######## block 1 ########
Fig. 1: block 1, wiring by layer
Drawn at 4 px/um. Two of the layers only.
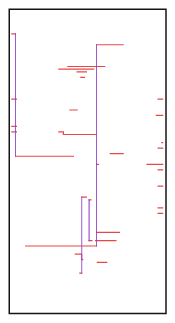
Fig. 2: block 1, gate families picked out
Drawn at 6 px/um.
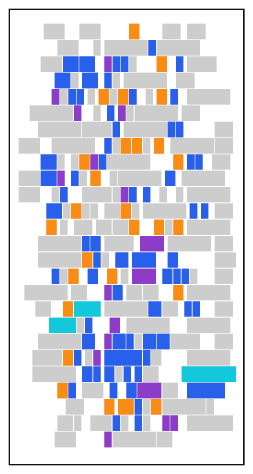
--- config.mk ---
export PLATFORM = sky130hd
export DESIGN_NAME = spi_master_driver
export DESIGN_NICKNAME = d
export VERILOG_FILES = /design/src/rtl/spi_master_driver_pkg.sv /design/src/rtl/spi_master_driver_tick_gen.sv /design/src/rtl/spi_master_driver.sv
export SDC_FILE = /design/constraint.sdc
export NUM_CORES = 1
export LEC_CHECK = 0
export ABC_AREA = 1
export CAP_MARGIN = 25
export CORE_ASPECT_RATIO = 2
export CORE_UTILIZATION = 51
export DETAILED_ROUTE_END_ITERATION = 12
export GPL_ROUTABILITY_DRIVEN = 0
export HOLD_SLACK_MARGIN = 0.1
export PLACE_DENSITY = 0.88
export SYNTH_ARGS = -nofsm -noshare
export SYNTH_HDL_FRONTEND = slang
export SYNTH_SLANG_ARGS = --single-unit
--- constraint.sdc ---
create_clock -name clk_i -period 1.35 [get_ports clk_i]
set_input_delay 0.27 -clock clk_i [delete_from_list [all_inputs] [get_ports clk_i]]
set_output_delay 0.27 -clock clk_i [all_outputs]
set_load 0.02 [all_outputs]
--- src/rtl/spi_master_driver_pkg.sv ---
// ---------------------------------------------------------------------------
// spi_master_driver_pkg
//   Shared definitions for the mode-0 (CPOL=0, CPHA=0), LSB-first SPI master:
//   default frame width and divider, the SCLK idle level and the FSM state
//   encoding used by the controller.
// ---------------------------------------------------------------------------
package spi_master_driver_pkg;

    localparam int SPI_DEFAULT_WIDTH = 8;
    localparam int SPI_DEFAULT_DIV   = 2;

    // CPOL=0: SCLK rests low between frames and after every falling edge.
    localparam logic SPI_SCLK_IDLE = 1'b0;

    typedef enum logic [2:0] {
        ST_IDLE,   // waiting for start_i, CS high
        ST_SETUP,  // CS low, first bit on MOSI, SCLK still low
        ST_HIGH,   // SCLK high half-period (MISO captured on entry)
        ST_LOW,    // SCLK low half-period (shift happened on entry)
        ST_HOLD    // CS hold after the last falling edge
    } state_t;

endpackage

--- src/rtl/spi_master_driver_tick_gen.sv ---
// ---------------------------------------------------------------------------
// spi_master_driver_tick_gen
//   Divider that counts CLK_DIV clk_i cycles while enabled and raises tick_o
//   in the last cycle of every CLK_DIV-cycle window. The count is held at 0
//   while disabled, so each enable rise starts a fresh full window.
// Ports
//   clk_i   in   system clock
//   rst_i   in   synchronous reset, active-high
//   en_i    in   count enable
//   tick_o  out  1-cycle tick, once per CLK_DIV enabled cycles
// ---------------------------------------------------------------------------
module spi_master_driver_tick_gen #(
    parameter int CLK_DIV = 2
) (
    input  logic clk_i,
    input  logic rst_i,
    input  logic en_i,
    output logic tick_o
);

    localparam int             CW   = $clog2(CLK_DIV + 1);
    localparam logic [CW-1:0]  LAST = CW'(CLK_DIV - 1);

    logic [CW-1:0] cnt;

    assign tick_o = en_i && (cnt == LAST);

    always_ff @(posedge clk_i) begin
        if (rst_i || !en_i) begin
            cnt <= '0;
        end else if (tick_o) begin
            cnt <= '0;
        end else begin
            cnt <= cnt + 1'b1;
        end
    end

endmodule

--- src/rtl/spi_master_driver.sv ---
// ---------------------------------------------------------------------------
// spi_master_driver
//   SPI master, CPOL=0 / CPHA=0, LSB-first, DATA_WIDTH-bit frames, one slave.
//   One frame per accepted start pulse; the received word is presented on
//   data_out_bo together with a 1-cycle done_o pulse. All outputs are
//   registered. DATA_WIDTH must be at least 2.
// Ports
//   clk_i        in   system clock
//   rst_i        in   synchronous reset, active-high
//   start_i      in   begin a frame (only looked at while ready_o=1)
//   data_in_bi   in   word to transmit, latched in the start cycle
//   ready_o      out  idle, start_i accepted
//   done_o       out  1-cycle pulse at end of frame
//   data_out_bo  out  last received word, held until the next done_o
//   spi_sclk_o   out  SPI clock, idles low
//   spi_mosi_o   out  master out, 0 while CS is high
//   spi_miso_i   in   master in
//   spi_cs_o     out  chip select, active-low
// ---------------------------------------------------------------------------
module spi_master_driver
    import spi_master_driver_pkg::*;
#(
    parameter int DATA_WIDTH = SPI_DEFAULT_WIDTH,
    parameter int CLK_DIV    = SPI_DEFAULT_DIV
) (
    input  logic                  clk_i,
    input  logic                  rst_i,
    input  logic                  start_i,
    input  logic [DATA_WIDTH-1:0] data_in_bi,
    output logic                  ready_o,
    output logic                  done_o,
    output logic [DATA_WIDTH-1:0] data_out_bo,
    output logic                  spi_sclk_o,
    output logic                  spi_mosi_o,
    input  logic                  spi_miso_i,
    output logic                  spi_cs_o
);

    localparam int            BW       = $clog2(DATA_WIDTH + 1);
    localparam logic [BW-1:0] LAST_BIT = BW'(DATA_WIDTH);

    state_t                state;
    state_t                state_next;
    logic [DATA_WIDTH-1:0] shift_reg;
    logic [DATA_WIDTH-1:0] shift_next;
    logic                  bit_buf;
    logic [BW-1:0]         bit_cnt;
    logic                  tick;

    // One-cycle action strobes decoded from the FSM; at most one is high.
    logic do_load;
    logic do_rise;
    logic do_fall;
    logic do_finish;

    // The divider runs for the whole frame, SETUP through HOLD.
    spi_master_driver_tick_gen #(
        .CLK_DIV (CLK_DIV)
    ) u_tick_gen (
        .clk_i  (clk_i),
        .rst_i  (rst_i),
        .en_i   (state != ST_IDLE),
        .tick_o (tick)
    );

    // The bit sampled on the last rising edge enters at the MSB while the
    // word moves toward bit 0, so after DATA_WIDTH falls the first received
    // bit sits at bit 0 (LSB-first).
    assign shift_next = {bit_buf, shift_reg[DATA_WIDTH-1:1]};

    // NOTE: state registers use non-blocking assignments so every flop
    // samples the values from before the edge, independent of block order.
    always_ff @(posedge clk_i) begin
        if (rst_i) begin
            state <= ST_IDLE;
        end else begin
            state <= state_next;
        end
    end

    // NOTE: every signal written here gets a default first, so no path
    // leaves one unassigned and no latch is inferred.
    always_comb begin
        state_next = state;
        do_load    = 1'b0;
        do_rise    = 1'b0;
        do_fall    = 1'b0;
        do_finish  = 1'b0;
        case (state)
            ST_IDLE: begin
                if (start_i) begin
                    state_next = ST_SETUP;
                    do_load    = 1'b1;
                end
            end
            ST_SETUP: begin
                if (tick) begin
                    state_next = ST_HIGH;
                    do_rise    = 1'b1;
                end
            end
            ST_HIGH: begin
                if (tick) begin
                    state_next = ST_LOW;
                    do_fall    = 1'b1;
                end
            end
            ST_LOW: begin
                if (tick) begin
                    // bit_cnt already counts the fall that led into LOW.
                    if (bit_cnt == LAST_BIT) begin
                        state_next = ST_HOLD;
                    end else begin
                        state_next = ST_HIGH;
                        do_rise    = 1'b1;
                    end
                end
            end
            ST_HOLD: begin
                if (tick) begin
                    state_next = ST_IDLE;
                    do_finish  = 1'b1;
                end
            end
            default: begin
                state_next = ST_IDLE;
            end
        endcase
    end

    always_ff @(posedge clk_i) begin
        if (rst_i) begin
            shift_reg   <= '0;
            bit_buf     <= 1'b0;
            bit_cnt     <= '0;
            ready_o     <= 1'b1;
            done_o      <= 1'b0;
            data_out_bo <= '0;
            spi_sclk_o  <= SPI_SCLK_IDLE;
            spi_mosi_o  <= 1'b0;
            spi_cs_o    <= 1'b1;
        end else begin
            done_o <= 1'b0;

            if (do_load) begin
                shift_reg  <= data_in_bi;
                bit_cnt    <= '0;
                ready_o    <= 1'b0;
                spi_cs_o   <= 1'b0;
                spi_sclk_o <= SPI_SCLK_IDLE;
                spi_mosi_o <= data_in_bi[0];
            end

            if (do_rise) begin
                spi_sclk_o <= ~SPI_SCLK_IDLE;
                bit_buf    <= spi_miso_i;
            end

            if (do_fall) begin
                spi_sclk_o <= SPI_SCLK_IDLE;
                shift_reg  <= shift_next;
                spi_mosi_o <= shift_next[0];
                bit_cnt    <= bit_cnt + 1'b1;
            end

            if (do_finish) begin
                spi_cs_o    <= 1'b1;
                spi_mosi_o  <= 1'b0;
                ready_o     <= 1'b1;
                done_o      <= 1'b1;
                data_out_bo <= shift_reg;
            end
        end
    end

endmodule
==> ci_impl_report.md <==
### Yosys + OpenROAD results

| Metric | Value |
|---|---|
| Worst EP arrival | `between 1000 and 1500 ps` |
| Minimum clock period | `~1300 ps` |
| Combinational power share | `between 30% and 40%` |
| Max frequency | `around 800 MHz` |
| HP Start | `u_tick_gen.cnt[0]` |
| Critical path cell sequence | `nor2_4 -> nand3_4 -> buf_4 -> o21ai_0 -> inv_1 -> nand2_1 -> nor2_1` |
| Die area | `about 2900 um^2` |
| Leak | `roughly 0.91 nW` |
| CP max stage cell | `dfxtp_1` |
| Nets | `~240` |
| DR vias | `around 1,300` |
| Most common cell in the synthesized netlist | `nand2_1` |
| CP bufs+invs | `2` |
| Seq pwr share | `between 30% and 40%` |
| Synth warn | `0` |
| DR vias/cell | `between 5 and 6` |
| Worst R2R End | `shift_reg[4]` |
| Status | `finished clean` |
| Comb pwr | `993 uW` |
| Grt total ovfl | `0` |
| Largest net degree at the start of global routing | `13` |
| Max-slew violation count | `0` |
| Cells after Synth | `between 150 and 200` |
| Worst hold path type | `flip-flop to flip-flop` |
| Worst Reg-to-Reg Cells | `7` |
| HPWL Detailed | `roughly 2200 um` |
| Core Region | `between 2000 and 3000 um^2` |
| Top area cell types | `dfxtp_1 43%, nand2_1 11%, inv_1 9.5%` |
| Layout inverter count without the clock tree | `39` |
| ANT cells | `0` |
| Root Buffer | `clkbuf_8` |
| Synth flops | `30` |
| Setup violators final | `0` |
| Layout area overhead | `30.7%` |
| Tap cells | `28` |
| Top power group | `sequential cells` |
| Crit Path Category | `flip-flop to flip-flop` |
| Post-synth design cell area | `roughly 1400 um^2` |
| Hold_ws | `roughly 430 ps` |
| Critical path endpoint | `shift_reg[4]` |
| Inserted Clock Buffers | `5` |
| Global-route wire length before repair | `roughly 4800 um` |
| Commonest cells in the netlist | `42 x nand2_1, 35 x inv_1, 30 x dfxtp_1` |
| Worst-Margin Slew | `approximately 400 ps` |
| Drt first pass iters | `4` |
| Startpoint types | `flip-flop` |
| Maximum fanout along the worst path | `9` |
| H-tree depth | `2` |
| Largest cell class by area | `combinational gates` |
| Crit path launch | `state[0]` |
| Yosys chip area | `1380 um^2` |
| Setup slack, reg-to-reg | `about 94 ps` |
| Required @ worst endpoint | `~1500 ps` |
| Vias in the first global route | `about 1,200` |
| Multi-input gates | `between 100 and 150` |
| Clock-pin slew of the registers on the worst-case setup and hold paths | `approximately 70 ps` |
| Switching Fraction | `between 30% and 40%` |
| Synth unique cells | `23` |
| RR Startpoint | `state[0]` |
| Number of setup buffers added after CTS | `0` |
| Area share, top type | `between 40% and 50%` |
Notes on Fig. 1 above:
met4: marked purple, wire length 110 um. met3: marked red, wire length 111 um.

Notes on Fig. 2 above:
NAND gates: marked blue, cells 67, most used nand2_1. adder and majority cells: marked cyan, cells 3, most used ha_1. NOR gates: marked purple, cells 17, most used nor2_1. inverting AOI/OAI gates: marked orange, cells 27, most used o21ai_0.

[logic make-up (layout without fill, tap and decap cells)]
family | after synthesis | after routing | share of synthesized area [%]
and+or+nand+nor | 84 | 84 | 30.3
buffers and inverters | 44 | 82 | 13.0
adders and majority gates | 3 | 3 | 2.71
DFF | 30 | 30 | 43.4
xor gates and xnor gates | 1 | 1 | 0.633
AOI/OAI and AO/OA | 27 | 27 | 9.95
[placed cells by master (no fill, tap or decap), drive strengths merged]
master,n
o21ai,17
nand3,11
nor2,16
xnor2,1
ha,3
clkinv,1
a21oi,9
clkdlybuf4s50,11
dfxtp,30
nor3,1
inv,39
nand4,4
clkbuf,6
o211ai,1
nand2,45
dlygate4sd2,13
buf,11
nand3b,7
clkinvlp,1
[per-layer routing]
metal  track usage (%)  wire (um)  vias to the layer above
li1                  -          -                      659
met1              24.9       1240                      581
met2              39.3       1500                       41
met3              8.16        111                       11
met4              14.9        110                        0
met5                 0          0                        -
[what timing repair did]
item | CTS | global route
setup endpoints to repair | 13 | 20
hold buffers | 0 | 0
resized | 13 | 6
pin swaps | 0 | 1
gates cloned | 0 | 0

######## block 2 ########
Fig. 3: block 2, the clock network
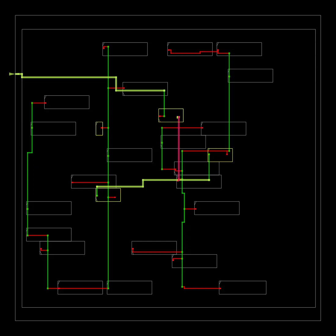
Fig. 4: block 2, routed clock nets over the placement
Drawn at 8 px/um.
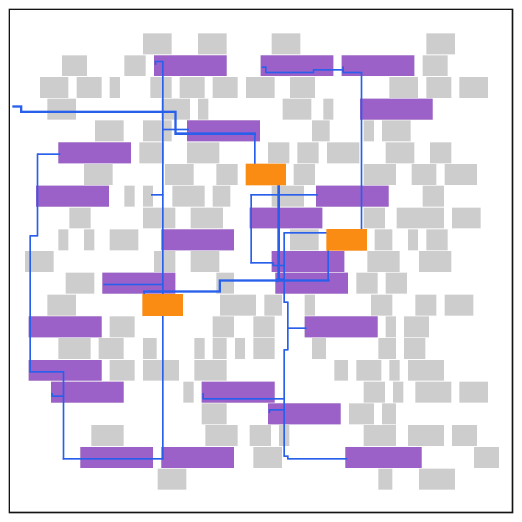
Fig. 5: block 2, wiring by layer
Drawn at 4 px/um. Two of the layers only.
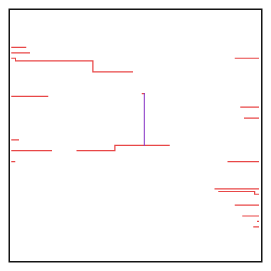
**config.mk**
```make
export PLATFORM = sky130hd
export DESIGN_NAME = ones_cnt_oneh
export DESIGN_NICKNAME = d
export VERILOG_FILES = /design/src/rtl/ones_cnt_oneh.sv
export SDC_FILE = /design/constraint.sdc
export NUM_CORES = 1
export LEC_CHECK = 0
export CELL_PAD_IN_SITES_DETAIL_PLACEMENT = 1
export CELL_PAD_IN_SITES_GLOBAL_PLACEMENT = 2
export CORE_UTILIZATION = 32
export CTS_CLUSTER_SIZE = 8
export DETAILED_ROUTE_END_ITERATION = 8
export PLACE_DENSITY_LB_ADDON = 0.08
export SETUP_SLACK_MARGIN = 0.02
export SYNTH_ARGS = -nofsm -noshare
export SYNTH_HDL_FRONTEND = slang
export SYNTH_SLANG_ARGS = --single-unit
export TNS_END_PERCENT = 20
```
**constraint.sdc**
```tcl
create_clock -name clk -period 2 [get_ports clk]
set_clock_uncertainty 0.2 [all_clocks]
set_input_delay 0.4 -clock clk [delete_from_list [all_inputs] [get_ports clk]]
set_output_delay 0.4 -clock clk [all_outputs]
set_load 0.02 [all_outputs]
```
**src/rtl/ones_cnt_oneh.sv**
```systemverilog
// rtl/ones_cnt_oneh.sv - parametrised ones/zeros counter with one-hot control unit
module ones_cnt_oneh #(
  parameter int WIDTH = 8,
  parameter int CNT_W = $clog2(WIDTH + 1)
) (
  input  logic             clk,
  input  logic             rst,
  input  logic             start,
  input  logic             mode,
  input  logic [WIDTH-1:0] data_in,
  input  logic             abort,
  output logic             rdy,
  output logic             busy,
  output logic             done,
  output logic [CNT_W-1:0] result,
  output logic [4:0]       state_oh
);

  typedef enum logic [4:0] {
    S_IDLE  = 5'b00001,
    S_INCR  = 5'b00010,
    S_SHIFT = 5'b00100,
    S_CHECK = 5'b01000,
    S_DONE  = 5'b10000
  } state_t;

  // Kept as a plain vector so any of the 32 encodings can be held and recovered from.
  logic [4:0]       state;
  logic [WIDTH-1:0] r1;
  logic [CNT_W-1:0] r2;
  logic             e;
  logic             zero;
  logic [CNT_W-1:0] r2_inc;

  assign zero   = (r1 == '0);
  assign r2_inc = r2 + CNT_W'(1);

  always_ff @(posedge clk or posedge rst) begin
    if (rst) begin
      state  <= S_IDLE;
      r1     <= '0;
      r2     <= '0;
      e      <= 1'b0;
      result <= '0;
    end else begin
      case (state)
        S_IDLE: begin
          if (start) begin
            r1    <= mode ? ~data_in : data_in;
            r2    <= '1;
            state <= S_INCR;
          end
        end
        S_INCR: begin
          if (abort) begin
            state <= S_IDLE;
          end else begin
            r2 <= r2_inc;
            if (zero) begin
              result <= r2_inc;
              state  <= S_DONE;
            end else begin
              state <= S_SHIFT;
            end
          end
        end
        S_SHIFT: begin
          if (abort) begin
            state <= S_IDLE;
          end else begin
            {e, r1} <= {r1, 1'b0};
            state   <= S_CHECK;
          end
        end
        S_CHECK: begin
          if (abort)  state <= S_IDLE;
          else if (e) state <= S_INCR;
          else        state <= S_SHIFT;
        end
        S_DONE:  state <= S_IDLE;
        default: state <= S_IDLE;
      endcase
    end
  end

  assign rdy      = state[0];
  assign busy     = |state[4:1];
  assign done     = state[4];
  assign state_oh = state;

endmodule

```
==> ci_impl_report.md <==
### Yosys + OpenROAD results

| Metric | Value |
|---|---|
| Status | `finished clean` |
| Most common cell in the synthesized netlist | `dfrtp_1` |
| I/O Buffers | `24` |
| Switching Fraction | `32.5%` |
| Drt first pass iters | `3` |
| Pwr Density | `slightly above 900 nW/um^2` |
| Layout area overhead | `39.4%` |
| Top routing layer in use | `met4` |
| Largest cell class by area | `combinational gates` |
| H-tree depth | `1` |
| Seq_cells | `22` |
| Grt total ovfl | `0` |
| Clock group | `about 290 uW` |
| Final worst slack | `slightly above 5 ps` |
| Critical path endpoint category | `primary output` |
| Critical path cell sequence | `or3_4 -> or2_4 -> buf_6` |
| Post-layout util | `a little under half` |
| Metal2 WL | `around 1300 um` |
| Worst Reg-to-Reg Cells | `4` |
| Chip width | `around 63 um` |
| CTS tree | `done` |
About Fig. 3:
CTS sink count: 22
# clk buffers: 4
clock latency (worst-skew pair): 260 ps

About Fig. 4:
flip-flops: marked purple, count 22. cells driving clock nets: marked orange, count 3. clock wires: marked blue, length 328 um.
There are 4 routed clock nets. Position of the flops: widely spread.

About Fig. 5:
met3: marked red, wire length 141 um. met4: marked purple, wire length 12.9 um.

[cells by family (layout without fill, tap and decap cells)]
logic type | count (synthesis) | after routing | share of synthesized area [%]
simple gates | 24 | 24 | 12.3
mux | 21 | 21 | 18.9
compound gates | 10 | 10 | 7.21
xor+xnor | 11 | 11 | 8.17
flops | 22 | 22 | 46.8
buf+inv | 13 | 55 | 5.62
fa+ha+maj | 1 | 1 | 1.06
[cell usage in the layout, fill, tap and decap left out, types with 3 or more instances in the layout]
cell / Yosys / layout
dlymetal6s2s_1: 0 / 4
xnor2_1: 4 / 4
mux2_2: 10 / 10
buf_4: 2 / 19
o21ai_0: 3 / 3
inv_1: 8 / 8
xor2_1: 7 / 7
mux2i_1: 11 / 11
dfrtp_1: 21 / 21
clkdlybuf4s50_1: 0 / 17
nand2_1: 3 / 3
clkbuf_8: 0 / 3
nor2_1: 5 / 5
[repair_timing]
action | CTS | global route
gates resized | 6 | 8
hold endpoints to repair | 0 | 0
pin swaps | 0 | 1
endpoints found under the setup margin | 3 | 5
[state kept, by name, summed over array words and instances (netlist names)]
register  cells
r1            8
state_oh      5
r2            4
result        4
e             1


==> layout pictures side by side <==
Ports around the boundary.
Drawn at 6 px/um. Pins as bars across the die edge, other pins in gray.
picture 1
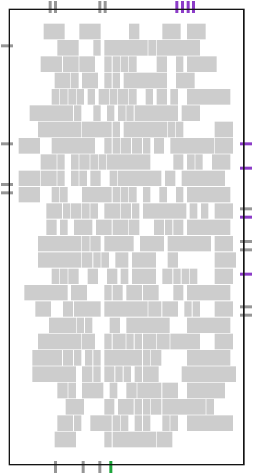
picture 2
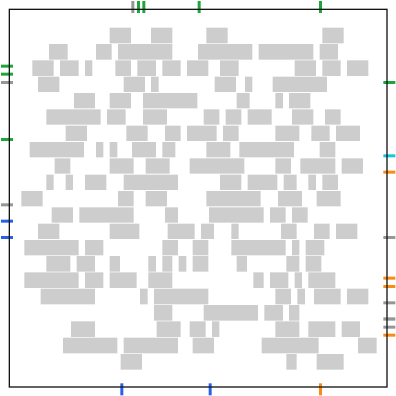
| from | picture |
|---|---|
| block 2 | picture 2 |
| block 1 | picture 1 |
Of these, largest die: picture 2

No activity file was given, so power comes from the tool's default toggle rates.
